=== regfile_param ===
regfile_param, signal metal coverage by tile:
Drawn at 3 px/um. 17 x 23 tiles, from dark blue (low) to red (high), scaled to the fullest tile. Values are wire area over tile area, all layers added.
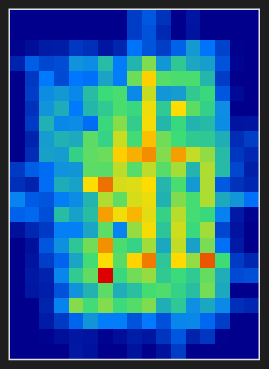
regfile_param, metal 3:
Drawn at 4 px/um. Cells faint in the background.
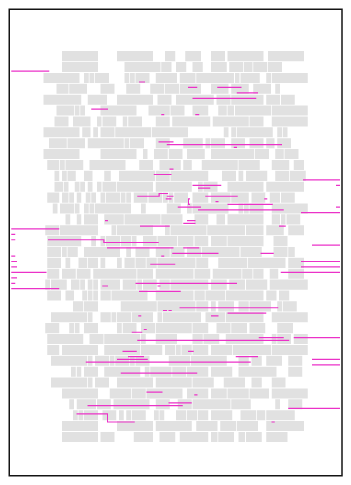
$ cat config.mk
export PLATFORM = sky130hd
export DESIGN_NAME = regfile_param
export DESIGN_NICKNAME = d
export VERILOG_FILES = /design/src/rtl/regfile_pkg.sv /design/src/rtl/regfile_param_register_n.sv /design/src/rtl/regfile_param.sv
export SDC_FILE = /design/constraint.sdc
export NUM_CORES = 1
export LEC_CHECK = 0
export CAP_MARGIN = 20
export CORE_ASPECT_RATIO = 1.5
export CORE_MARGIN = 8
export CORE_UTILIZATION = 57
export DETAILED_ROUTE_END_ITERATION = 12
export PLACE_DENSITY_LB_ADDON = 0.1
export SETUP_SLACK_MARGIN = 0.1
export SKIP_LAST_GASP = 1
export SYNTH_ARGS = -nofsm -noshare
export SYNTH_HDL_FRONTEND = slang
export SYNTH_HIERARCHICAL = 1
export SYNTH_SLANG_ARGS = --single-unit
$ cat constraint.sdc
create_clock -name clk -period 2.38 [get_ports clk]
set_clock_uncertainty 0.2 [all_clocks]
set_input_delay 0.595 -clock clk [delete_from_list [all_inputs] [get_ports clk]]
set_output_delay 0.595 -clock clk [all_outputs]
set_load 0.02 [all_outputs]
$ cat src/rtl/regfile_pkg.sv
// Shared types and defaults for the parametrised register file.
// Optional write-to-read bypass is selected by defining REGFILE_BYPASS_EN.
package regfile_pkg;

  localparam int REGFILE_WIDTH = 8;
  localparam int REGFILE_DEPTH = 8;

  typedef enum logic [1:0] {
    IDLE,
    CLEAR,
    DONE
  } clear_state_t;

  function automatic logic is_zero_addr(input int unsigned addr);
    return addr == 0;
  endfunction

endpackage

$ cat src/rtl/regfile_param_register_n.sv
// Single WIDTH-bit storage register with async reset, load enable and sync clear.
// Synchronous clear wins over load so a sweep always leaves the register zero.
module register_n #(
  parameter int WIDTH = 8
) (
  input  logic             clk,
  input  logic             rst,
  input  logic             load,
  input  logic             clear,
  input  logic [WIDTH-1:0] d,
  output logic [WIDTH-1:0] q
);

  always_ff @(posedge clk or posedge rst) begin
    if (rst) begin
      q <= '0;
    end else if (clear) begin
      q <= '0;
    end else if (load) begin
      q <= d;
    end
  end

endmodule

$ cat src/rtl/regfile_param.sv
// DEPTH x WIDTH register file: one write port, two combinational read ports, r0 == 0,
// sequenced clear engine. Define REGFILE_BYPASS_EN for same-cycle write-to-read bypass.
module regfile_param
  import regfile_pkg::*;
#(
  parameter int WIDTH = REGFILE_WIDTH,
  parameter int DEPTH = REGFILE_DEPTH,
  localparam int AW = $clog2(DEPTH)
) (
  input  logic             clk,
  input  logic             rst,
  input  logic             write_enable,
  input  logic [AW-1:0]    write_addr,
  input  logic [WIDTH-1:0] write_data,
  output logic             write_ready,
  input  logic [AW-1:0]    reg_addr_1,
  input  logic [AW-1:0]    reg_addr_2,
  output logic [WIDTH-1:0] reg_data_1,
  output logic [WIDTH-1:0] reg_data_2,
  input  logic             clear_req,
  output logic             clear_busy,
  output logic             clear_done
);

  localparam logic [AW-1:0] LAST_ADDR = AW'(DEPTH - 1);

  clear_state_t state, state_next;
  logic [AW-1:0] ptr, ptr_next;
  logic write_accept;
  logic [WIDTH-1:0] regs [DEPTH];

  assign write_ready  = (state == IDLE);
  assign clear_busy   = (state != IDLE);
  assign clear_done   = (state == DONE);
  assign write_accept = write_enable && write_ready && !rst;

  always_ff @(posedge clk or posedge rst) begin
    if (rst) begin
      state <= IDLE;
      ptr   <= AW'(1);
    end else begin
      state <= state_next;
      ptr   <= ptr_next;
    end
  end

  // Sweep walks ptr from 1 up to DEPTH-1, one register per edge, then a single DONE cycle.
  always_comb begin
    state_next = state;
    ptr_next   = ptr;
    case (state)
      IDLE: begin
        if (clear_req) begin
          state_next = CLEAR;
          ptr_next   = AW'(1);
        end
      end
      CLEAR: begin
        if (ptr == LAST_ADDR) begin
          state_next = DONE;
          ptr_next   = AW'(1);
        end else begin
          ptr_next = ptr + AW'(1);
        end
      end
      DONE: begin
        state_next = IDLE;
      end
      default: begin
        state_next = IDLE;
        ptr_next   = AW'(1);
      end
    endcase
  end

  // Register 0 is a constant; writes to it simply have no destination.
  assign regs[0] = '0;

  for (genvar i = 1; i < DEPTH; i++) begin : g_reg
    logic load;
    logic clear;
    logic [WIDTH-1:0] q;

    assign load  = write_accept && !is_zero_addr(int'(write_addr)) && (write_addr == AW'(i));
    assign clear = (state == CLEAR) && (ptr == AW'(i));

    register_n #(
      .WIDTH(WIDTH)
    ) u_reg (
      .clk  (clk),
      .rst  (rst),
      .load (load),
      .clear(clear),
      .d    (write_data),
      .q    (q)
    );

    assign regs[i] = q;
  end

  always_comb begin
    reg_data_1 = regs[reg_addr_1];
    reg_data_2 = regs[reg_addr_2];
`ifdef REGFILE_BYPASS_EN
    if (write_accept && !is_zero_addr(int'(write_addr))) begin
      if (reg_addr_1 == write_addr) reg_data_1 = write_data;
      if (reg_addr_2 == write_addr) reg_data_2 = write_data;
    end
`endif
  end

endmodule

==> results.txt <==
Implementation numbers.

- The distinct cell type count after synthesis is 30.
- The port buffer count is 39.
- The number of placement rows is 36.
- The total placed cells including tap cells is 480.
- The average instance area after synthesis is 10.8 um^2.
- The final setup slack of the worst path is -0.125 ns.
- Counting both buffers and inverters, the worst setup path holds a total of 4.
- The area fraction in compound gates after synthesis is 11.3%.
- The checks that failed: negative setup slack.
- The final timing report counts setup violations totalling 16.
- In the setup report, the worst path falls into the class in -> out.
- STA classifies the critical path endpoint as an output pin.
- Prior to clock tree synthesis, the placed netlist has a worst setup slack of -1.21 ns.
- The tightest hold path in the finished design has a slack of 0.306 ns.
- By area the synthesized netlist is led by sky130_fd_sc_hd__dfrtp_1 39%, sky130_fd_sc_hd__mux2i_1 21%, sky130_fd_sc_hd__nor2_1 7.1%.
- When the netlist entered floorplanning its net count stood at 382.
- In the hold timing report, the worst path depth is 1.
- The area of the core is 0.00649 mm^2.
- The flow ran to the end, but the final reports show violations.
- The detailed-routing iteration count for the pre-antenna-repair pass is 4.
- Global routing used 23.4% of the available tracks.
Notes on 'signal metal coverage by tile' of regfile_param above:
fullest tile = 0.67
tiles over half the peak = 23%
nearly empty tiles = 19%

Notes on 'metal 3' of regfile_param above:
main direction = horizontal
longest straight run = 40.9 um


=== range_accumulator ===
range_accumulator, metal 3:
Drawn at 4 px/um. Cells faint in the background.
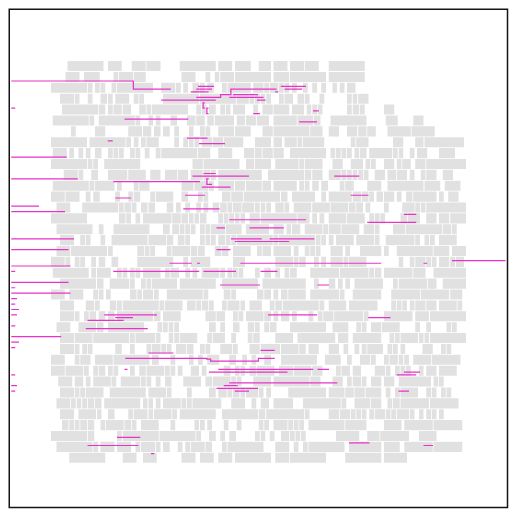
range_accumulator, congestion heat map:
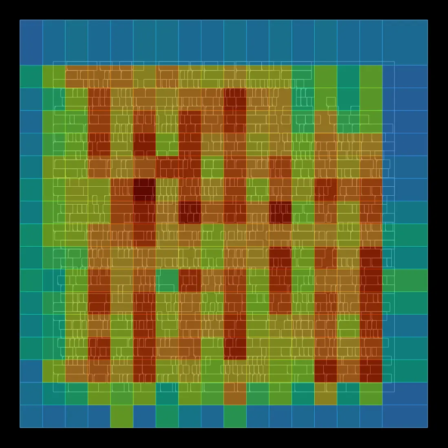
**src/rtl/range_accumulator.sv**
```systemverilog
// Multi-cycle accumulator that sums the terms (or their squares) of the arithmetic
// sequence lo, lo+step, ... <= hi, one term per clock, with wrap detection.
module range_accumulator #(
    parameter int N_W   = 8,
    parameter int ACC_W = 16
) (
    input  logic             clk,
    input  logic             rst,
    input  logic             start,
    input  logic             abort,
    input  logic [N_W-1:0]   lo,
    input  logic [N_W-1:0]   hi,
    input  logic [N_W-1:0]   step,
    input  logic             mode,
    output logic             busy,
    output logic             done,
    output logic [ACC_W-1:0] result,
    output logic             overflow,
    output logic             err
);

    localparam int TERM_W = 2 * N_W;
    localparam int SUM_W  = ((ACC_W > TERM_W) ? ACC_W : TERM_W) + 1;

    typedef enum logic [1:0] {
        IDLE = 2'd0,
        RUN  = 2'd1,
        DONE = 2'd2
    } state_t;

    state_t           state_q, state_d;
    logic [N_W:0]     cnt_q, cnt_d;
    logic [ACC_W-1:0] acc_q, acc_d;
    logic [N_W-1:0]   hi_q, hi_d;
    logic [N_W-1:0]   step_q, step_d;
    logic             mode_q, mode_d;
    logic [ACC_W-1:0] result_q, result_d;
    logic             overflow_q, overflow_d;
    logic             err_q, err_d;

    logic [TERM_W-1:0] term;
    logic [SUM_W-1:0]  sum;
    logic              sum_ovf;
    logic [N_W:0]      cnt_next;

    // The sum is formed wide enough that any carry or oversized term shows up above ACC_W.
    always_comb begin
        if (mode_q) begin
            term = TERM_W'(cnt_q[N_W-1:0]) * TERM_W'(cnt_q[N_W-1:0]);
        end else begin
            term = TERM_W'(cnt_q[N_W-1:0]);
        end
        sum      = SUM_W'(acc_q) + SUM_W'(term);
        sum_ovf  = |sum[SUM_W-1:ACC_W];
        cnt_next = cnt_q + {1'b0, step_q};
    end

    always_comb begin
        state_d    = state_q;
        cnt_d      = cnt_q;
        acc_d      = acc_q;
        hi_d       = hi_q;
        step_d     = step_q;
        mode_d     = mode_q;
        result_d   = result_q;
        overflow_d = overflow_q;
        err_d      = err_q;

        unique case (state_q)
            IDLE: begin
                if (start) begin
                    cnt_d      = {1'b0, lo};
                    hi_d       = hi;
                    step_d     = step;
                    mode_d     = mode;
                    acc_d      = '0;
                    overflow_d = 1'b0;
                    err_d      = 1'b0;
                    if (step == '0) begin
                        err_d    = 1'b1;
                        result_d = '0;
                        state_d  = DONE;
                    end else if (lo > hi) begin
                        result_d = '0;
                        state_d  = DONE;
                    end else begin
                        state_d = RUN;
                    end
                end
            end
            RUN: begin
                // Abort wins over a completion falling on the same edge.
                if (abort) begin
                    state_d = IDLE;
                end else begin
                    acc_d      = sum[ACC_W-1:0];
                    cnt_d      = cnt_next;
                    overflow_d = overflow_q | sum_ovf;
                    if (cnt_next > {1'b0, hi_q}) begin
                        result_d = sum[ACC_W-1:0];
                        state_d  = DONE;
                    end
                end
            end
            DONE: begin
                state_d = IDLE;
            end
            default: begin
                state_d = IDLE;
            end
        endcase
    end

    always_ff @(posedge clk or posedge rst) begin
        if (rst) begin
            state_q    <= IDLE;
            cnt_q      <= '0;
            acc_q      <= '0;
            hi_q       <= '0;
            step_q     <= '0;
            mode_q     <= 1'b0;
            result_q   <= '0;
            overflow_q <= 1'b0;
            err_q      <= 1'b0;
        end else begin
            state_q    <= state_d;
            cnt_q      <= cnt_d;
            acc_q      <= acc_d;
            hi_q       <= hi_d;
            step_q     <= step_d;
            mode_q     <= mode_d;
            result_q   <= result_d;
            overflow_q <= overflow_d;
            err_q      <= err_d;
        end
    end

    assign busy     = (state_q == RUN);
    assign done     = (state_q == DONE);
    assign result   = result_q;
    assign overflow = overflow_q;
    assign err      = err_q;

endmodule

```
**config.mk**
```make
export PLATFORM = sky130hd
export DESIGN_NAME = range_accumulator
export DESIGN_NICKNAME = d
export VERILOG_FILES = /design/src/rtl/range_accumulator.sv
export SDC_FILE = /design/constraint.sdc
export NUM_CORES = 1
export LEC_CHECK = 0
export ABC_AREA = 1
export CORE_MARGIN = 10
export CORE_UTILIZATION = 54
export CTS_CLUSTER_SIZE = 12
export DETAILED_ROUTE_END_ITERATION = 6
export PLACE_DENSITY = 0.76
export REMOVE_ABC_BUFFERS = 1
export SYNTH_ARGS = -nofsm -noshare
export SYNTH_HDL_FRONTEND = slang
export SYNTH_SLANG_ARGS = --single-unit
```
**constraint.sdc**
```tcl
create_clock -name clk -period 4.95 [get_ports clk]
set_clock_uncertainty 0.05 [all_clocks]
set_input_delay 0.7425 -clock clk [delete_from_list [all_inputs] [get_ports clk]]
set_output_delay 0.7425 -clock clk [all_outputs]
set_load 0.005 [all_outputs]
```
==> results.txt <==
Implementation numbers.

- The run finished, with violations left.
- The final reports fail on negative setup slack.
- The DRC violation total left in the routed layout is recorded as 0.
- The start point of the worst hold path is result[11].
- The share of layout cells above drive strength 1 is 23.2%.
- Sequential cells placed in the final layout were counted as 62.
- After synthesis, the share of flip-flops with an asynchronous set or reset is 100%.
- The count of tool warnings is 29.
- The final net count is 1,047.
- Per the finish-stage timing summary, setup violations number 17.
- Max-cap violations in this run came to 0.
- The part of the Yosys area used for sequential elements is 26.5%.
- The register fraction of the total cell area is 19.9%.
- The clock reaches the later pin of the worst-skew pair after 0.35 ns.
- The placer congestion estimate is 0.995.
- The class occupying the most area after layout is reported as combinational gates.
- For this run, the number of Yosys warnings is 0.
- The final setup slack of the worst path is -0.180 ns.
## Picture notes: 'metal 3' of range_accumulator
wire length on this layer = 781 um
nets with wire on the layer = 77
main direction = horizontal
share of all routed wire = 4.7%

## Picture notes: 'congestion heat map' of range_accumulator
GR met2 Demand/Resource: 35.5%
utilization after layout: 74.7%
met1 GRT Util: 28.3%
total routing usage reported by global routing: 21.6%


=== playback_sequencer ===
playback_sequencer, congestion heat map:
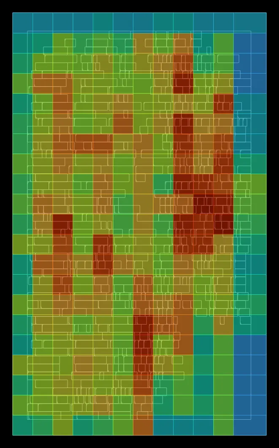
playback_sequencer, metal 3:
Drawn at 4 px/um. Cells faint in the background.
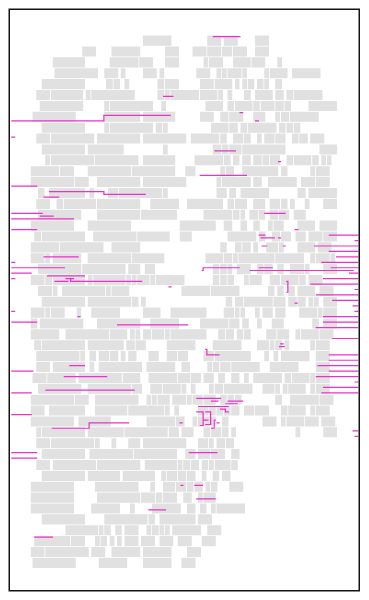
[src/rtl/playback_sequencer.sv]
// Streams sample words from memory through a prefetch FIFO to a registered audio output.
// Latency: SAMPLE/SAMPLE_VALID/UNDERRUN update one cycle after SAMPLE_TICK; a new MEM_REQ may follow an ACK with no gap.
// Backpressure: one request outstanding, held stable until MEM_ACK; fetching pauses while the FIFO is full.
module playback_sequencer #(
    parameter int ADDR_W     = 20,
    parameter int DATA_W     = 16,
    parameter int FIFO_DEPTH = 4
) (
    input  logic              Clk,
    input  logic              Reset,
    input  logic              PLAY,
    input  logic              PAUSE,
    input  logic              LOOP,
    input  logic [ADDR_W-1:0] END_ADDR,
    input  logic              SAMPLE_TICK,
    input  logic              MEM_ACK,
    input  logic [DATA_W-1:0] MEM_RDATA,
    output logic              MEM_REQ,
    output logic [ADDR_W-1:0] MEM_ADDR,
    output logic [DATA_W-1:0] SAMPLE,
    output logic              SAMPLE_VALID,
    output logic              UNDERRUN,
    output logic              DONE
);

    localparam int PTR_W = $clog2(FIFO_DEPTH);
    localparam int CNT_W = PTR_W + 1;
    localparam logic [CNT_W-1:0] DEPTH_C = CNT_W'(FIFO_DEPTH);

    typedef enum logic [2:0] {
        S_IDLE,
        S_FILL,
        S_RUN,
        S_PAUSED,
        S_DRAIN,
        S_FINISHED,
        S_ABORT
    } state_t;

    state_t             state, state_n;
    logic               mem_req, req_n;
    logic [ADDR_W-1:0]  mem_addr, addr_n;
    logic               end_reached, end_n;
    logic [DATA_W-1:0]  fifo_mem [FIFO_DEPTH];
    logic [PTR_W-1:0]   rd_ptr, wr_ptr;
    logic [CNT_W-1:0]   count, count_n;
    logic [DATA_W-1:0]  sample;
    logic               sample_valid, underrun;
    logic               ack, push, pop, underrun_n, tick_ok;

    assign MEM_REQ      = mem_req;
    assign MEM_ADDR     = mem_addr;
    assign SAMPLE       = sample;
    assign SAMPLE_VALID = sample_valid;
    assign UNDERRUN     = underrun;
    assign DONE         = (state == S_FINISHED);

    // Next-state, FIFO push/pop decisions, address advance and request issue.
    always_comb begin
        state_n    = state;
        push       = 1'b0;
        pop        = 1'b0;
        underrun_n = 1'b0;
        addr_n     = mem_addr;
        end_n      = end_reached;
        count_n    = count;
        req_n      = 1'b0;
        ack        = mem_req && MEM_ACK;
        tick_ok    = SAMPLE_TICK && !PAUSE;

        case (state)
            S_IDLE: begin
                if (PLAY) state_n = S_FILL;
            end
            S_FILL: begin
                // Ticks are ignored until the buffer is primed.
                if (count == DEPTH_C || end_reached) state_n = S_RUN;
            end
            S_RUN: begin
                if (tick_ok) begin
                    if (count != '0) pop = 1'b1;
                    else             underrun_n = 1'b1;
                end
                if (PAUSE)            state_n = S_PAUSED;
                else if (end_reached) state_n = S_DRAIN;
            end
            S_PAUSED: begin
                if (!PAUSE) state_n = S_RUN;
            end
            S_DRAIN: begin
                // An empty buffer here is the natural end of data, not an underrun.
                if (tick_ok && count != '0) pop = 1'b1;
                if (count == '0 && !mem_req) state_n = S_FINISHED;
            end
            S_FINISHED: begin
                state_n = S_FINISHED;
            end
            S_ABORT: begin
                if (MEM_ACK) state_n = S_IDLE;
            end
            default: state_n = S_IDLE;
        endcase

        // Stopping: wait out an in-flight request, otherwise go straight home.
        if (state != S_IDLE && state != S_ABORT && !PLAY) begin
            state_n    = (mem_req && !MEM_ACK) ? S_ABORT : S_IDLE;
            pop        = 1'b0;
            underrun_n = 1'b0;
        end

        // Data returned while aborting is dropped.
        push = ack && (state != S_ABORT);

        // A lowered END_ADDR below the current address also counts as the end.
        if (ack) begin
            if (mem_addr >= END_ADDR) begin
                if (LOOP) addr_n = '0;
                else      end_n  = 1'b1;
            end else begin
                addr_n = mem_addr + ADDR_W'(1);
            end
        end

        case ({push, pop})
            2'b10:   count_n = count + CNT_W'(1);
            2'b01:   count_n = count - CNT_W'(1);
            default: count_n = count;
        endcase

        if (state_n == S_IDLE) begin
            count_n = '0;
            addr_n  = '0;
            end_n   = 1'b0;
        end

        if (mem_req && !MEM_ACK) begin
            req_n = 1'b1;
        end else begin
            req_n = (state_n == S_FILL || state_n == S_RUN || state_n == S_PAUSED)
                    && !end_n && (count_n < DEPTH_C);
        end
    end

    // Control state, request/address, FIFO pointers and output registers.
    always_ff @(posedge Clk) begin
        if (Reset) begin
            state        <= S_IDLE;
            mem_req      <= 1'b0;
            mem_addr     <= '0;
            end_reached  <= 1'b0;
            rd_ptr       <= '0;
            wr_ptr       <= '0;
            count        <= '0;
            sample       <= '0;
            sample_valid <= 1'b0;
            underrun     <= 1'b0;
        end else begin
            state        <= state_n;
            mem_req      <= req_n;
            mem_addr     <= addr_n;
            end_reached  <= end_n;
            count        <= count_n;
            sample_valid <= pop;
            underrun     <= underrun_n;
            if (push) wr_ptr <= wr_ptr + PTR_W'(1);
            if (pop) begin
                rd_ptr <= rd_ptr + PTR_W'(1);
                sample <= fifo_mem[rd_ptr];
            end
            if (underrun_n) sample <= '0;
            if (state_n == S_FINISHED) sample <= '0;
            if (state_n == S_IDLE) begin
                rd_ptr <= '0;
                wr_ptr <= '0;
                sample <= '0;
            end
        end
    end

    // FIFO storage; occupancy is tracked separately so contents need no reset.
    always_ff @(posedge Clk) begin
        if (push) fifo_mem[wr_ptr] <= MEM_RDATA;
    end

endmodule
[config.mk]
export PLATFORM = sky130hd
export DESIGN_NAME = playback_sequencer
export DESIGN_NICKNAME = d
export VERILOG_FILES = /design/src/rtl/playback_sequencer.sv
export SDC_FILE = /design/constraint.sdc
export NUM_CORES = 1
export LEC_CHECK = 0
export CORE_ASPECT_RATIO = 1.75
export CORE_MARGIN = 5
export CORE_UTILIZATION = 50
export DETAILED_ROUTE_END_ITERATION = 10
export GPL_TIMING_DRIVEN = 1
export PLACE_DENSITY = 0.82
export SLEW_MARGIN = 10
export SYNTH_ARGS = -nofsm -noshare
export SYNTH_HDL_FRONTEND = slang
export SYNTH_SLANG_ARGS = --single-unit
[constraint.sdc]
create_clock -name Clk -period 3.4 [get_ports Clk]
set_input_delay 0.51 -clock Clk [delete_from_list [all_inputs] [get_ports Clk]]
set_output_delay 0.51 -clock Clk [all_outputs]
set_load 0.03 [all_outputs]
==> results.txt <==
Implementation numbers.

- The arrival time of data at the critical path endpoint is 3.32 ns.
- Per the layout area report, the combinational gate area comes to 0.00209 mm^2.
- The capture point of the worst reg-to-reg path is MEM_ADDR[16].
- The required arrival time at the worst endpoint is 3.73 ns.
- The total number of clock tree sinks is 114.
- The post-route utilization of the core is recorded as 66.5%.
- The leakage component of the power was reported as 2.41 nW.
- The flow ran to the end, and the final reports show no timing, DRC or antenna violations.
- Per STA, the highest per-stage delay on the worst path measures 0.58 ns.
- Among logic cells in the layout, the one with the most instances is sky130_fd_sc_hd__clkdlybuf4s50_1.
- STA classifies the critical path endpoint as a flip-flop.
- STA lists the maximum fanout along the critical path as 21.
- The share of total power in sequential cells is 44.4%.
- In the hold report, the worst path ends at SAMPLE[8].
- The largest area contributor in the synthesized netlist is sky130_fd_sc_hd__edfxtp_1.
- In the Yosys report, the sequential cells make up 56.1% of the chip area.
- The via count is 3,954.
- STA lists the startpoint of the worst hold path as SAMPLE[8].
- The post-cts hold-fix buffer tally is 0.
- Along the worst hold path, the cell count comes to 2.
- The worst-case clock buffer depth is 2.
- The pre-CTS setup slack is 0.0172 ns.
- The area of the die is 0.0126 mm^2.
- Per the final timing report, the hold violations number 0.
## Picture notes: 'congestion heat map' of playback_sequencer
total routing usage reported by global routing: 20.4%
busiest grt layer: met2
met1 GRT Util: 20.3%

## Picture notes: 'metal 3' of playback_sequencer
share of all routed wire = 5.1%
longest straight run = 25.8 um
nets with wire on the layer = 76
wire length on this layer = 610 um


=== vga_frame_snapshot ===
vga_frame_snapshot, the metal 2 layer:
Drawn at 4 px/um. Cells faint in the background.
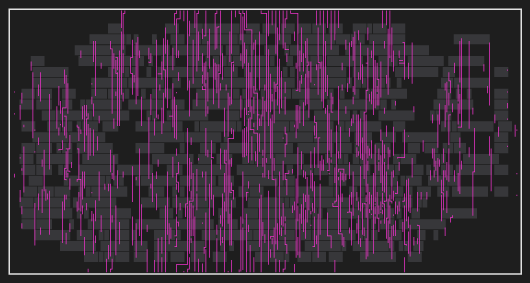
vga_frame_snapshot, metal 3:
Drawn at 4 px/um. Cells faint in the background.
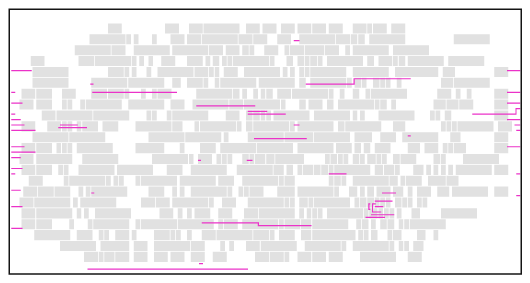
[src/rtl/vga_pkg.sv]
// Shared types and widths for the VGA display path of the elevator project.
package vga_pkg;

    localparam int DEST_W   = 8;
    localparam int PEOPLE_W = 26;

    typedef enum logic [1:0] {
        SIM_IDLE  = 2'd0,
        SIM_RUN   = 2'd1,
        SIM_HOLD  = 2'd2,
        SIM_FAULT = 2'd3
    } sim_state_t;

    typedef enum logic [1:0] {
        EMPTY   = 2'd0,
        IDLE    = 2'd1,
        PENDING = 2'd2
    } snap_state_t;

endpackage

[src/rtl/vga_frame_edge.sv]
// Detects the falling edge of the active-low vsync to mark one cycle per frame.
module vga_frame_edge (
    input  logic clk,
    input  logic nrst,
    input  logic vsync,
    output logic frame_tick
);

    logic vsync_q;

    // Delay vsync by one clock; resetting to 0 means a boundary needs vsync seen high first
    always_ff @(posedge clk or negedge nrst) begin
        if (!nrst) begin
            vsync_q <= 1'b0;
        end else begin
            vsync_q <= vsync;
        end
    end

    assign frame_tick = vsync_q & ~vsync;

endmodule

[src/rtl/vga_frame_snapshot.sv]
// Frame-synchronous snapshot buffer: core updates land in a shadow register and
// only reach the display outputs at a vsync falling edge, so a frame never tears.
module vga_frame_snapshot
    import vga_pkg::*;
#(
    parameter int unsigned BLINK_BIT    = 3,
    parameter int unsigned STALE_FRAMES = 60
) (
    input  logic                clk,
    input  logic                nrst,
    input  logic                upd_valid,
    output logic                upd_ready,
    input  logic [DEST_W-1:0]   destination,
    input  logic [PEOPLE_W-1:0] people_data,
    input  logic [1:0]          sim_state,
    input  logic                vsync,
    output logic [DEST_W-1:0]   disp_destination,
    output logic [PEOPLE_W-1:0] disp_people_data,
    output logic [1:0]          disp_sim_state,
    output logic                disp_valid,
    output logic [7:0]          frame_count,
    output logic                blink,
    output logic                stale
);

    localparam logic [7:0] STALE_LIMIT = 8'(STALE_FRAMES);

    snap_state_t         state_q;
    snap_state_t         state_d;
    logic                frame_tick;
    logic                accept;
    logic                commit;

    logic [DEST_W-1:0]   shadow_dest;
    logic [PEOPLE_W-1:0] shadow_people;
    sim_state_t          shadow_sim;

    logic [DEST_W-1:0]   disp_dest_q;
    logic [PEOPLE_W-1:0] disp_people_q;
    sim_state_t          disp_sim_q;
    logic                disp_valid_q;

    logic [7:0]          frame_cnt_q;
    logic [7:0]          stale_cnt_q;
    logic [7:0]          stale_cnt_d;
    logic                stale_q;

    vga_frame_edge u_frame_edge (
        .clk        (clk),
        .nrst       (nrst),
        .vsync      (vsync),
        .frame_tick (frame_tick)
    );

    // The shadow is free in every state except PENDING
    assign upd_ready = (state_q != PENDING);

    // Snapshot FSM state register
    always_ff @(posedge clk or negedge nrst) begin
        if (!nrst) begin
            state_q <= EMPTY;
        end else begin
            state_q <= state_d;
        end
    end

    // Accept new words while the shadow is free, commit them on the next frame boundary
    always_comb begin
        state_d = state_q;
        accept  = 1'b0;
        commit  = 1'b0;
        case (state_q)
            EMPTY, IDLE: begin
                if (upd_valid) begin
                    accept  = 1'b1;
                    state_d = PENDING;
                end
            end
            PENDING: begin
                if (frame_tick) begin
                    commit  = 1'b1;
                    state_d = IDLE;
                end
            end
            default: begin
                state_d = EMPTY;
            end
        endcase
    end

    // Capture the core's state word into the shadow on accept
    always_ff @(posedge clk or negedge nrst) begin
        if (!nrst) begin
            shadow_dest   <= '0;
            shadow_people <= '0;
            shadow_sim    <= SIM_IDLE;
        end else if (accept) begin
            shadow_dest   <= destination;
            shadow_people <= people_data;
            shadow_sim    <= sim_state_t'(sim_state);
        end
    end

    // Display register changes only on a commit edge, keeping it stable across a frame
    always_ff @(posedge clk or negedge nrst) begin
        if (!nrst) begin
            disp_dest_q   <= '0;
            disp_people_q <= '0;
            disp_sim_q    <= SIM_IDLE;
            disp_valid_q  <= 1'b0;
        end else if (commit) begin
            disp_dest_q   <= shadow_dest;
            disp_people_q <= shadow_people;
            disp_sim_q    <= shadow_sim;
            disp_valid_q  <= 1'b1;
        end
    end

    // Count every frame boundary regardless of FSM state; wraps naturally at 8 bits
    always_ff @(posedge clk or negedge nrst) begin
        if (!nrst) begin
            frame_cnt_q <= '0;
        end else if (frame_tick) begin
            frame_cnt_q <= frame_cnt_q + 8'd1;
        end
    end

    // Frames since the last commit, saturating so a long-idle core stays flagged
    always_comb begin
        stale_cnt_d = stale_cnt_q;
        if (commit) begin
            stale_cnt_d = '0;
        end else if (frame_tick && (stale_cnt_q != 8'hFF)) begin
            stale_cnt_d = stale_cnt_q + 8'd1;
        end
    end

    // Stale counter and its registered threshold compare update on the same edge
    always_ff @(posedge clk or negedge nrst) begin
        if (!nrst) begin
            stale_cnt_q <= '0;
            stale_q     <= 1'b0;
        end else begin
            stale_cnt_q <= stale_cnt_d;
            stale_q     <= (stale_cnt_d >= STALE_LIMIT);
        end
    end

    assign disp_destination = disp_dest_q;
    assign disp_people_data = disp_people_q;
    assign disp_sim_state   = disp_sim_q;
    assign disp_valid       = disp_valid_q;
    assign frame_count      = frame_cnt_q;
    assign blink            = frame_cnt_q[BLINK_BIT];
    assign stale            = stale_q;

endmodule

[config.mk]
export PLATFORM = sky130hd
export DESIGN_NAME = vga_frame_snapshot
export DESIGN_NICKNAME = d
export VERILOG_FILES = /design/src/rtl/vga_pkg.sv /design/src/rtl/vga_frame_edge.sv /design/src/rtl/vga_frame_snapshot.sv
export SDC_FILE = /design/constraint.sdc
export NUM_CORES = 1
export LEC_CHECK = 0
export ABC_AREA = 1
export CORE_ASPECT_RATIO = 0.5
export CORE_MARGIN = 2
export CORE_UTILIZATION = 50
export CTS_CLUSTER_DIAMETER = 30
export DETAILED_ROUTE_END_ITERATION = 8
export GPL_TIMING_DRIVEN = 1
export PLACE_DENSITY = 0.83
export SLEW_MARGIN = 10
export SYNTH_ARGS = -nofsm -noshare
export SYNTH_HDL_FRONTEND = slang
export SYNTH_HIERARCHICAL = 1
export SYNTH_SLANG_ARGS = --single-unit
[constraint.sdc]
create_clock -name clk -period 2.1 [get_ports clk]
set_clock_uncertainty 0.15 [all_clocks]
set_input_delay 0.42 -clock clk [delete_from_list [all_inputs] [get_ports clk]]
set_output_delay 0.42 -clock clk [all_outputs]
set_load 0.02 [all_outputs]
==> results.txt <==
Implementation numbers.

- The detailed router reported a total wirelength of 7460 um.
- The maximum clock rate is 509 MHz.
- The clock-pin slew of the registers on the worst-case setup and hold paths is 0.06 ns.
- The cell resize tally after clock tree synthesis is 0.
- The highest metal layer carrying signal wires in the routed design is met4.
- The area share of fa/ha/maj cells after synthesis is 0.655%.
- According to the hold report, the worst path is of the reg -> reg type.
- The leakage power in the latest report is 2.50 nW.
- According to the CTS report, the clock sink count is 93.
- The total power per unit cell area is 1460 mW/mm^2.
- Per the CTS log, the buffer count on the longest clock path is 2.
- The largest cell class by area is flip-flops and latches.
- Once the floorplan was initialized, standard cells occupied 51.8% of the core.
- The global routing met3 resource utilization is 5.66%.
- Buffers placed on the I/O ports in this run total 87.
- For the clock group, total power comes out at 1.72 mW.
- The total inserted antenna cells is 0.
- The signed area change from the synthesized netlist to the final layout is 35.9%.
- The start point of the worst hold path is frame_count[7].
- The multi-input combinational gate total is 232.
- In this run the number of cells on the critical path is 1.
- The number of well taps is 96.
- The max-slew headroom at the worst pin is 68.1%.
- The final tally of hold violations is 0.
- The final setup violation count is 0.
- For the finished layout, the period the worst path requires is 1.97 ns.
- Power comes to 7.57 mW.
- For this sky-water flow run, the detailed-routed wirelength per cell is reported as 13.0 um.
- The worst register-to-register path depth is 7.
- The group drawing the most power is sequential cells.
- 88 I/O pins were placed.
- The synthesis warning total is 6.
- The count of buffering cells on the critical path with inverters included is 1.
- The most common cell after layout, fill and taps aside is sky130_fd_sc_hd__nand2_1.
- The first global-routing pass estimated 12,600 um of wire.
- The tool warning count for the run is 26.
- In the post-synthesis netlist, the cell with the most instances is sky130_fd_sc_hd__nand2_1.
- The proportion of final cell area spent on non-clock buffers is 19.7%.
- The pre-CTS setup slack is -0.0209 ns.
- The run finished with clean final reports.
- The fraction of the mapped netlist area in simple logic gates is 18.4%.
- The area after detailed placement is 0.00486 mm^2.
- The H-tree depth is 3.
- The share of total power in sequential cells is 40.4%.
- Post-synthesis, Yosys gives the total cell area as 0.00382 mm^2.
About 'the metal 2 layer' of vga_frame_snapshot:
main direction = vertical
wire length on this layer = 3,760 um

About 'metal 3' of vga_frame_snapshot:
main direction = horizontal
share of all routed wire = 3.7%
nets with wire on the layer = 40


=== poly_result_display ===
===== src/rtl/poly_pkg.sv =====
// Shared constants and types for the polynomial board I/O blocks.
// Sizes, the DONE display word and the result-display state encoding.
package poly_pkg;

    localparam int N_IN   = 4;
    localparam int N_OUT  = 2 * N_IN - 1;
    localparam int COEF_W = 10;
    localparam int LED_W  = 16;

    localparam logic [15:0] LED_DONE = 16'hF000;

    typedef enum logic [1:0] {
        ST_IDLE = 2'd0,
        ST_SHOW = 2'd1,
        ST_DONE = 2'd2
    } disp_state_t;

    // Display word while showing a coefficient: index nibble over 12-bit value.
    function automatic logic [15:0] show_word(input logic [3:0] idx, input logic [11:0] coef);
        return {idx, coef};
    endfunction

endpackage


===== src/rtl/step_edge.sv =====
// Rising-edge detector for an already-synchronised step button level.
// One-cycle pulse on the first high cycle; a held button yields a single pulse.
module step_edge (
    input  logic clk_i,
    input  logic rst_i,
    input  logic step_i,
    output logic rise_o
);

    logic step_q;

    always_ff @(posedge clk_i) begin
        if (rst_i) begin
            step_q <= 1'b0;
        end else begin
            step_q <= step_i;
        end
    end

    assign rise_o = step_i & ~step_q;

endmodule


===== src/rtl/poly_result_display.sv =====
// Buffers one product polynomial and steps its coefficients onto the board LEDs.
// Registered outputs; accepts a product only in IDLE, res_ready low while a product is held.
module poly_result_display
    import poly_pkg::*;
#(
    parameter int N_IN_P   = N_IN,
    parameter int N_OUT_P  = N_OUT,
    parameter int COEF_W_P = COEF_W,
    parameter int LED_W_P  = LED_W
) (
    input  logic                          man_clk,
    input  logic                          man_reset,
    input  logic                          step,
    input  logic                          res_valid,
    output logic                          res_ready,
    input  logic [N_OUT_P*COEF_W_P-1:0]   res_data,
    output logic [LED_W_P-1:0]            LED,
    output logic                          busy,
    output logic                          done
);

    if (COEF_W_P > 12) begin : g_bad_coef_w
        $error("poly_result_display: COEF_W must be <= 12");
    end
    if (N_OUT_P > 15) begin : g_bad_n_out
        $error("poly_result_display: N_OUT must be <= 15");
    end
    if (N_OUT_P != 2 * N_IN_P - 1) begin : g_bad_n_in
        $error("poly_result_display: N_OUT must equal 2*N_IN-1");
    end
    if (LED_W_P != 16) begin : g_bad_led_w
        $error("poly_result_display: LED word layout assumes 16 LEDs");
    end

    logic step_rise;

    step_edge u_step_edge (
        .clk_i  (man_clk),
        .rst_i  (man_reset),
        .step_i (step),
        .rise_o (step_rise)
    );

    disp_state_t                      state_q, state_d;
    logic [3:0]                       idx_q, idx_d;
    logic [N_OUT_P*COEF_W_P-1:0]      bank_q, bank_d;
    logic [LED_W_P-1:0]               led_q, led_d;
    logic                             ready_q, ready_d;
    logic                             busy_q, busy_d;
    logic                             done_q, done_d;
    logic [COEF_W_P-1:0]              coef_sel;
    logic [11:0]                      coef12;

    always_ff @(posedge man_clk) begin
        if (man_reset) begin
            state_q <= ST_IDLE;
            idx_q   <= '0;
            bank_q  <= '0;
            led_q   <= '0;
            ready_q <= 1'b1;
            busy_q  <= 1'b0;
            done_q  <= 1'b0;
        end else begin
            state_q <= state_d;
            idx_q   <= idx_d;
            bank_q  <= bank_d;
            led_q   <= led_d;
            ready_q <= ready_d;
            busy_q  <= busy_d;
            done_q  <= done_d;
        end
    end

    // Next state. A step in the capture cycle is dropped because IDLE ignores steps.
    always_comb begin
        state_d = state_q;
        idx_d   = idx_q;
        bank_d  = bank_q;
        case (state_q)
            ST_IDLE: begin
                if (res_valid && ready_q) begin
                    bank_d  = res_data;
                    idx_d   = '0;
                    state_d = ST_SHOW;
                end
            end
            ST_SHOW: begin
                if (step_rise) begin
                    if (idx_q == 4'(N_OUT_P - 1)) begin
                        state_d = ST_DONE;
                    end else begin
                        idx_d = idx_q + 4'd1;
                    end
                end
            end
            ST_DONE: begin
                if (step_rise) begin
                    state_d = ST_IDLE;
                    idx_d   = '0;
                end
            end
            default: begin
                state_d = ST_IDLE;
                idx_d   = '0;
            end
        endcase
    end

    // Outputs are computed from next-state values so they land in registers
    // in the same cycle the state changes.
    always_comb begin
        coef_sel = bank_d[32'(idx_d) * COEF_W_P +: COEF_W_P];
        coef12   = '0;
        coef12[COEF_W_P-1:0] = coef_sel;
        led_d    = '0;
        ready_d  = 1'b0;
        busy_d   = 1'b0;
        done_d   = 1'b0;
        case (state_d)
            ST_IDLE: begin
                ready_d = 1'b1;
            end
            ST_SHOW: begin
                led_d  = show_word(idx_d, coef12);
                busy_d = 1'b1;
            end
            ST_DONE: begin
                led_d  = LED_DONE;
                busy_d = 1'b1;
                done_d = 1'b1;
            end
            default: begin
                ready_d = 1'b1;
            end
        endcase
    end

    assign res_ready = ready_q;
    assign LED       = led_q;
    assign busy      = busy_q;
    assign done      = done_q;

endmodule

===== config.mk =====
export PLATFORM = sky130hd
export DESIGN_NAME = poly_result_display
export DESIGN_NICKNAME = d
export VERILOG_FILES = /design/src/rtl/poly_pkg.sv /design/src/rtl/step_edge.sv /design/src/rtl/poly_result_display.sv
export SDC_FILE = /design/constraint.sdc
export NUM_CORES = 1
export LEC_CHECK = 0
export CAP_MARGIN = 20
export CORE_UTILIZATION = 56
export CTS_BUF_LIST = sky130_fd_sc_hd__clkbuf_4 sky130_fd_sc_hd__clkbuf_8
export DETAILED_ROUTE_END_ITERATION = 12
export MAX_ROUTING_LAYER = met4
export PLACE_DENSITY = 0.88
export REMOVE_ABC_BUFFERS = 1
export SYNTH_ARGS = -nofsm -noshare
export SYNTH_HDL_FRONTEND = slang
export SYNTH_HIERARCHICAL = 1
export SYNTH_SLANG_ARGS = --single-unit

===== constraint.sdc =====
create_clock -name man_clk -period 7.2 [get_ports man_clk]
set_clock_uncertainty 0.15 [all_clocks]
set_input_delay 1.8 -clock man_clk [delete_from_list [all_inputs] [get_ports man_clk]]
set_output_delay 1.8 -clock man_clk [all_outputs]
set_load 0.01 [all_outputs]

==> results.txt <==
Implementation numbers.

- The maximum number of pins on one net before global-route repair is 83.
- The cell at the slowest stage of the critical path is sky130_fd_sc_hd__o2111ai_1.
- Measured against the total synthesized area, the mux share comes to 8.72%.
- The total of clock buffers placed in the layout is 11.
- The detailed-route wire length is 9880 um.
- The post-cts hold-fix buffer tally is 0.
- Counting both buffers and inverters, the worst setup path holds a total of 2.
- The script parses the final routing iteration and logs DRC violations as 0.
- The run finished with clean final reports.
- The arrival time of data at the critical path endpoint is 5.04 ns.
- The footprint of the multi-input gates is 0.00202 mm^2.
- The critical path goes through clkdlybuf4s50_1 -> nand2_1 -> or3_2 -> buf_4 -> nand2_1 -> ha_1 -> nor2_1 -> o2111ai_1 -> a311oi_1 -> o311a_1.
- The sequential cell area is 0.00188 mm^2.
- The number of sequential cells reported for the layout is 94.
- The detailed-route wire length on metal 1 is 3960 um.
- Setup repair after global routing left no endpoint under its margin.
- The number of DRC markers after the initial detailed-route iteration is 309.
- met2 is the most crowded layer.
- The run reported a max-capacitance violation count of 0.
- The kind of end point of the critical path is a flip-flop.
- The kind of critical path is in -> reg.
- The clock network power consumption is 0.352 mW.
- Per the OpenROAD timing report, the critical path contains 10 cells.
- The total of plain and repair buffers excluding clock buffers is 94.
- The worst-case hold path end point is bank_q[52].
- The cell-mix breakdown from Yosys lists the simple-gate area share as 21.9%.
- In this run the remaining antenna-violating nets after routing total 0.
- The number of cell instances after yosys synthesis is 499.
- The max-slew violation total from the final report is 0.
- The register with the most flip-flops is bank_q.
- From bottom edge to top edge, the die measures 87.9 um.
- The startpoint of the most critical setup path is res_valid.
- The top routing layer in use is met4.
- The area after detailed placement is 0.00497 mm^2.
- Routing resource usage on met2 recorded by global route was 44.3%.
- The final report lists the setup-violating endpoint count as 0.
poly_result_display, the metal 2 layer:
Drawn at 6 px/um. Cells faint in the background.
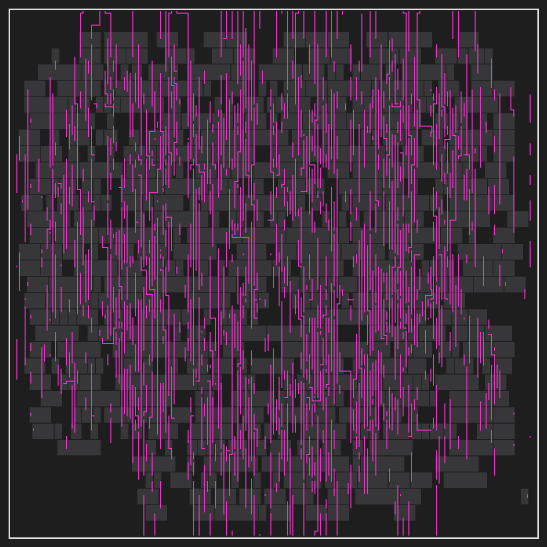
share of all routed wire = 51%
nets with wire on the layer = 556
main direction = vertical
longest straight run = 36.0 um

poly_result_display, metal 3:
Drawn at 6 px/um. Cells faint in the background.
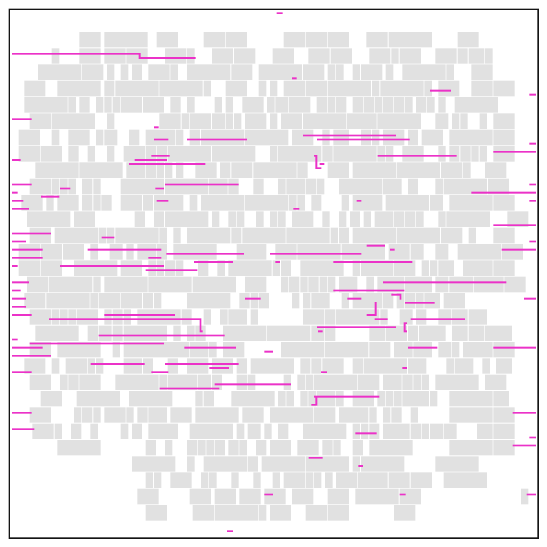
wire length on this layer = 575 um
main direction = horizontal
share of all routed wire = 5.8%
nets with wire on the layer = 74
longest straight run = 25.1 um

poly_result_display, I/O pins on the die edge:
Drawn at 6 px/um. Pins as bars across the die edge, other pins in gray.
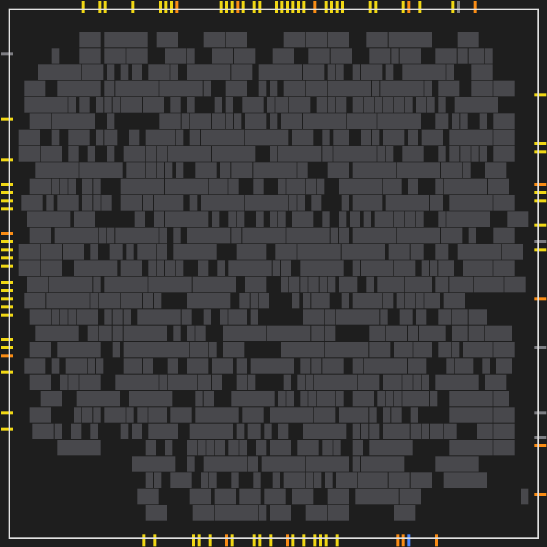
`busy` -> blue  # pins 1, direction output, edge bottom
`res_data` -> yellow  # pins 70, direction input, edge 28 top, 20 left, 15 bottom, 7 right
`LED` -> orange  # pins 16, direction output, edge 5 top, 5 bottom, 4 right, 2 left


=== debug_mem_walker ===
File: src/rtl/debug_mem_walker.sv
// Debug memory walker: streams words into (fill) or out of (dump) a memory
// debug port, one word per cycle, with a 2-entry read buffer on the dump side.
module debug_mem_walker #(
  parameter int CNT_W = 13
) (
  input  logic             clk,
  input  logic             rst_n,
  input  logic             cmd_valid,
  output logic             cmd_ready,
  input  logic             cmd_write,
  input  logic [29:0]      cmd_base,
  input  logic [CNT_W-1:0] cmd_count,
  input  logic [31:0]      wr_data,
  input  logic             wr_valid,
  output logic             wr_ready,
  output logic [31:0]      rd_data,
  output logic             rd_valid,
  input  logic             rd_ready,
  output logic [29:0]      debug_addr,
  output logic [3:0]       debug_write_en,
  output logic [31:0]      debug_in_data,
  input  logic [31:0]      debug_out_data,
  output logic             busy,
  output logic             done,
  output logic             err
);

  typedef enum logic [2:0] {
    S_IDLE,
    S_FILL,
    S_FILL_LAST,
    S_DUMP,
    S_DONE
  } state_t;

  localparam logic [CNT_W-1:0] ONE = {{(CNT_W-1){1'b0}}, 1'b1};

  state_t           state;
  state_t           state_next;
  logic [29:0]      base_q;
  logic [CNT_W-1:0] count_q;
  logic [CNT_W-1:0] idx_q;
  logic [CNT_W-1:0] idx_inc;
  logic             has_rem;
  logic             accept;
  logic             first_rd;
  logic             wr_fire;
  logic             issue_rd;
  logic             pop;
  logic             push;
  logic             in_flight;
  logic [29:0]      issue_addr;
  logic             issue_high;
  logic [1:0]       occ;
  logic [2:0]       pending;
  logic             wr_ptr;
  logic             rd_ptr;
  logic [31:0]      fifo0;
  logic [31:0]      fifo1;

  assign idx_inc    = idx_q + ONE;
  assign has_rem    = (idx_q != count_q);
  assign issue_addr = base_q + 30'(idx_q);
  assign issue_high = |issue_addr[29:12];

  // The first dump read goes out on the accept edge so data can surface two cycles later.
  assign first_rd   = accept & ~cmd_write & (cmd_count != '0);

  assign rd_valid   = (occ != 2'd0);
  assign rd_data    = rd_ptr ? fifo1 : fifo0;
  assign pop        = rd_valid & rd_ready;
  assign push       = in_flight;

  // Slots that will be committed after this edge; counting the pop keeps 1 word/cycle.
  assign pending    = {1'b0, occ} + {2'b00, in_flight} - {2'b00, pop};

  // Next-state and handshake decode for the transfer sequencer.
  always_comb begin
    state_next = state;
    cmd_ready  = 1'b0;
    wr_ready   = 1'b0;
    busy       = 1'b1;
    done       = 1'b0;
    accept     = 1'b0;
    wr_fire    = 1'b0;
    issue_rd   = 1'b0;
    case (state)
      S_IDLE: begin
        cmd_ready = 1'b1;
        busy      = 1'b0;
        if (cmd_valid) begin
          accept = 1'b1;
          if (cmd_count == '0) begin
            state_next = S_DONE;
          end else if (cmd_write) begin
            state_next = S_FILL;
          end else begin
            state_next = S_DUMP;
          end
        end
      end
      S_FILL: begin
        wr_ready = has_rem;
        wr_fire  = wr_valid & has_rem;
        if (wr_fire && (idx_inc == count_q)) begin
          state_next = S_FILL_LAST;
        end
      end
      S_FILL_LAST: begin
        state_next = S_DONE;
      end
      S_DUMP: begin
        issue_rd = has_rem && (pending < 3'd2);
        if (!has_rem && (pending == 3'd0)) begin
          state_next = S_DONE;
        end
      end
      S_DONE: begin
        done       = 1'b1;
        state_next = S_IDLE;
      end
      default: begin
        state_next = S_IDLE;
      end
    endcase
  end

  // State register.
  always_ff @(posedge clk or negedge rst_n) begin
    if (!rst_n) begin
      state <= S_IDLE;
    end else begin
      state <= state_next;
    end
  end

  // Command latch, word index, registered memory port and sticky range flag.
  always_ff @(posedge clk or negedge rst_n) begin
    if (!rst_n) begin
      base_q         <= '0;
      count_q        <= '0;
      idx_q          <= '0;
      in_flight      <= 1'b0;
      err            <= 1'b0;
      debug_addr     <= '0;
      debug_in_data  <= '0;
      debug_write_en <= 4'h0;
    end else begin
      debug_write_en <= 4'h0;
      in_flight      <= first_rd | issue_rd;
      if (accept) begin
        base_q  <= cmd_base;
        count_q <= cmd_count;
        if (first_rd) begin
          idx_q      <= ONE;
          debug_addr <= cmd_base;
          err        <= |cmd_base[29:12];
        end else begin
          idx_q <= '0;
          err   <= 1'b0;
        end
      end else if (wr_fire) begin
        idx_q          <= idx_inc;
        debug_addr     <= issue_addr;
        debug_in_data  <= wr_data;
        debug_write_en <= 4'hF;
        err            <= err | issue_high;
      end else if (issue_rd) begin
        idx_q      <= idx_inc;
        debug_addr <= issue_addr;
        err        <= err | issue_high;
      end
    end
  end

  // Two-entry read buffer; capture and pop may happen on the same edge.
  always_ff @(posedge clk or negedge rst_n) begin
    if (!rst_n) begin
      fifo0  <= '0;
      fifo1  <= '0;
      wr_ptr <= 1'b0;
      rd_ptr <= 1'b0;
      occ    <= 2'd0;
    end else begin
      if (push) begin
        if (wr_ptr) begin
          fifo1 <= debug_out_data;
        end else begin
          fifo0 <= debug_out_data;
        end
        wr_ptr <= ~wr_ptr;
      end
      if (pop) begin
        rd_ptr <= ~rd_ptr;
      end
      occ <= occ + {1'b0, push} - {1'b0, pop};
    end
  end

endmodule

File: config.mk
export PLATFORM = sky130hd
export DESIGN_NAME = debug_mem_walker
export DESIGN_NICKNAME = d
export VERILOG_FILES = /design/src/rtl/debug_mem_walker.sv
export SDC_FILE = /design/constraint.sdc
export NUM_CORES = 1
export LEC_CHECK = 0
export ABC_AREA = 1
export CAP_MARGIN = 20
export CORE_MARGIN = 2
export CORE_UTILIZATION = 40
export DETAILED_ROUTE_END_ITERATION = 8
export GPL_TIMING_DRIVEN = 0
export PLACE_DENSITY = 0.66
export SYNTH_ARGS = -nofsm -noshare
export SYNTH_HDL_FRONTEND = slang
export SYNTH_SLANG_ARGS = --single-unit
File: constraint.sdc
create_clock -name clk -period 5 [get_ports clk]
set_clock_uncertainty 0.05 [all_clocks]
set_input_delay 0.75 -clock clk [delete_from_list [all_inputs] [get_ports clk]]
set_output_delay 0.75 -clock clk [all_outputs]
set_load 0.05 [all_outputs]
==> results.txt <==
Implementation numbers.

- The run finished with clean final reports.
- The post-route setup TNS is 0 ns.
- The clock reaches the later pin of the worst-skew pair after 0.45 ns.
- In the post-route analysis, the smallest setup slack over all paths is 1.64 ns.
- The final net count is 1,743.
- The fraction of the mapped netlist area in simple logic gates is 30.6%.
- In this run, the synthesized area fraction spent on AND-OR/OR-AND gates is recorded as 9.43%.
- The largest registers in the layout are debug_in_data x32, fifo0 x32, fifo1 x32.
- Sorting the synthesized cells by area gives the leading types as sky130_fd_sc_hd__dfrtp_1 47%, sky130_fd_sc_hd__nand2_1 20%, sky130_fd_sc_hd__o21ai_0 5.9%.
- Per the CTS log, the root buffer master is sky130_fd_sc_hd__clkbuf_16.
- The number of global-route vias before repair is 9,622.
- Counting only logic cells after layout, the most numerous master is sky130_fd_sc_hd__nand2_1.
- For reference, the clock transition at the flip-flops on the worst setup and hold paths is 0.08 ns.
- The tool flagged a number of max-cap violations equal to 0.
- Setup repair after global routing left no endpoint under its margin.
- The count of buffering cells on the critical path with inverters included is 4.
- In this run, the clock network consumes 14.7% of the power.
- Once detailed placement completed, the half-perimeter wirelength came to 24,300 um.
- The total number of clock tree sinks is 192.
- For this run, the number of standard cells in the final layout without fillers is 1,956.
- The kind of path behind the tightest hold check is in -> async.
- The met2 track demand over resource is 37.9%.
- Non-clock buffers in the final layout number 268.
debug_mem_walker, signal metal coverage by tile:
Drawn at 2 px/um. 33 x 33 tiles, from dark blue (low) to red (high), scaled to the fullest tile. Values are wire area over tile area, all layers added.
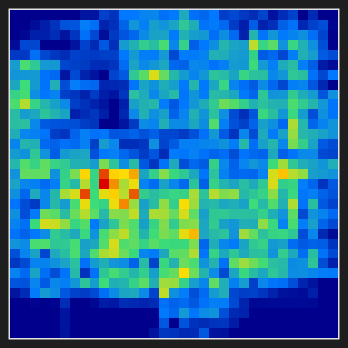
nearly empty tiles = 11%
tiles over half the peak = 12%
fullest tile = 0.66

debug_mem_walker, congestion heat map:
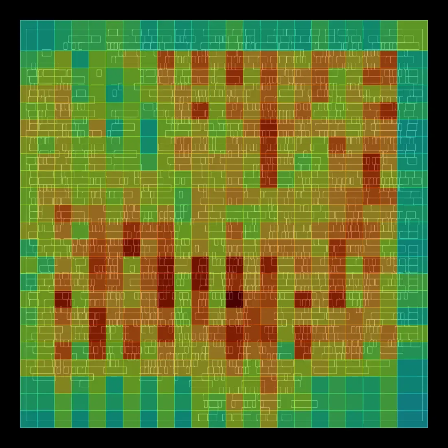
wire length per cell: 16.2 um
busiest grt layer: met2
total routing usage reported by global routing: 24.3%



## Gallery

I/O pins on the die edge.
Plate I
Drawn at 4 px/um. Pins as bars across the die edge, other pins in gray.
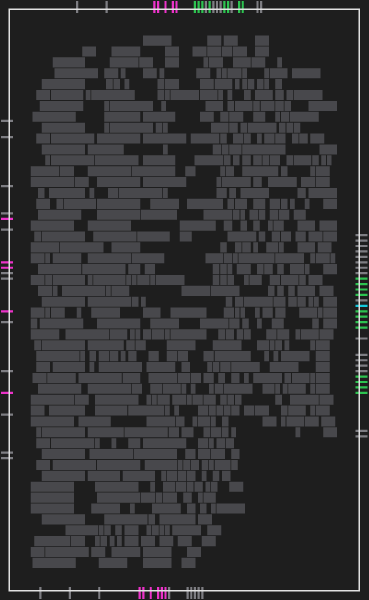
Plate II
Drawn at 4 px/um. Pins as bars across the die edge, other pins in gray.
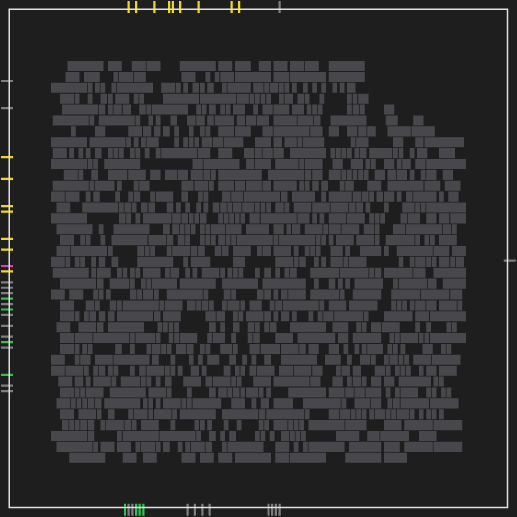
Plate III
Drawn at 4 px/um. Pins as bars across the die edge, other pins in gray.
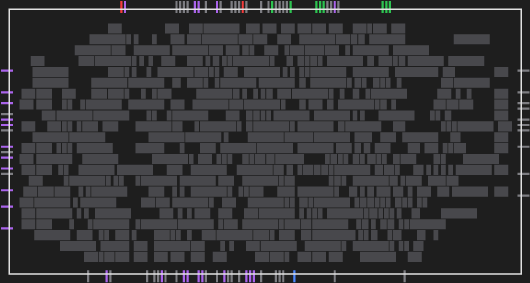
Plate IV
Drawn at 3 px/um. Pins as bars across the die edge, other pins in gray.
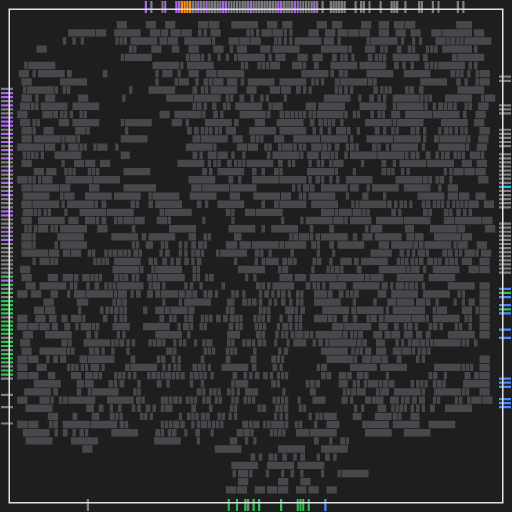
Plate V
Drawn at 4 px/um. Pins as bars across the die edge, other pins in gray.
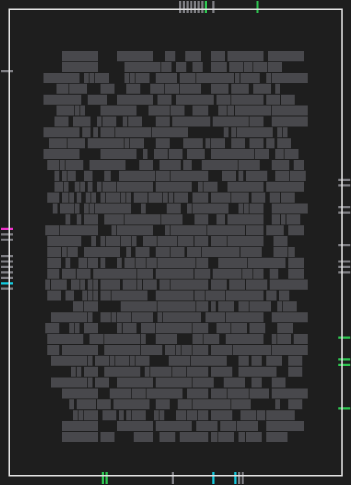
- Plate I = playback_sequencer
- Plate III = vga_frame_snapshot
- Plate IV = debug_mem_walker
- Plate II = range_accumulator
- Plate V = regfile_param
- largest die: Plate IV
- fewest pins: Plate V

Key to Plate V:
`clear_done` -> magenta  # pins 1, direction output, edge left
`reg_addr_2` -> cyan  # pins 3, direction input, edge 2 bottom, 1 left
`write_data` -> green  # pins 8, direction input, edge 4 right, 2 bottom, 2 top

Power is estimated from default activity; no workload was simulated.
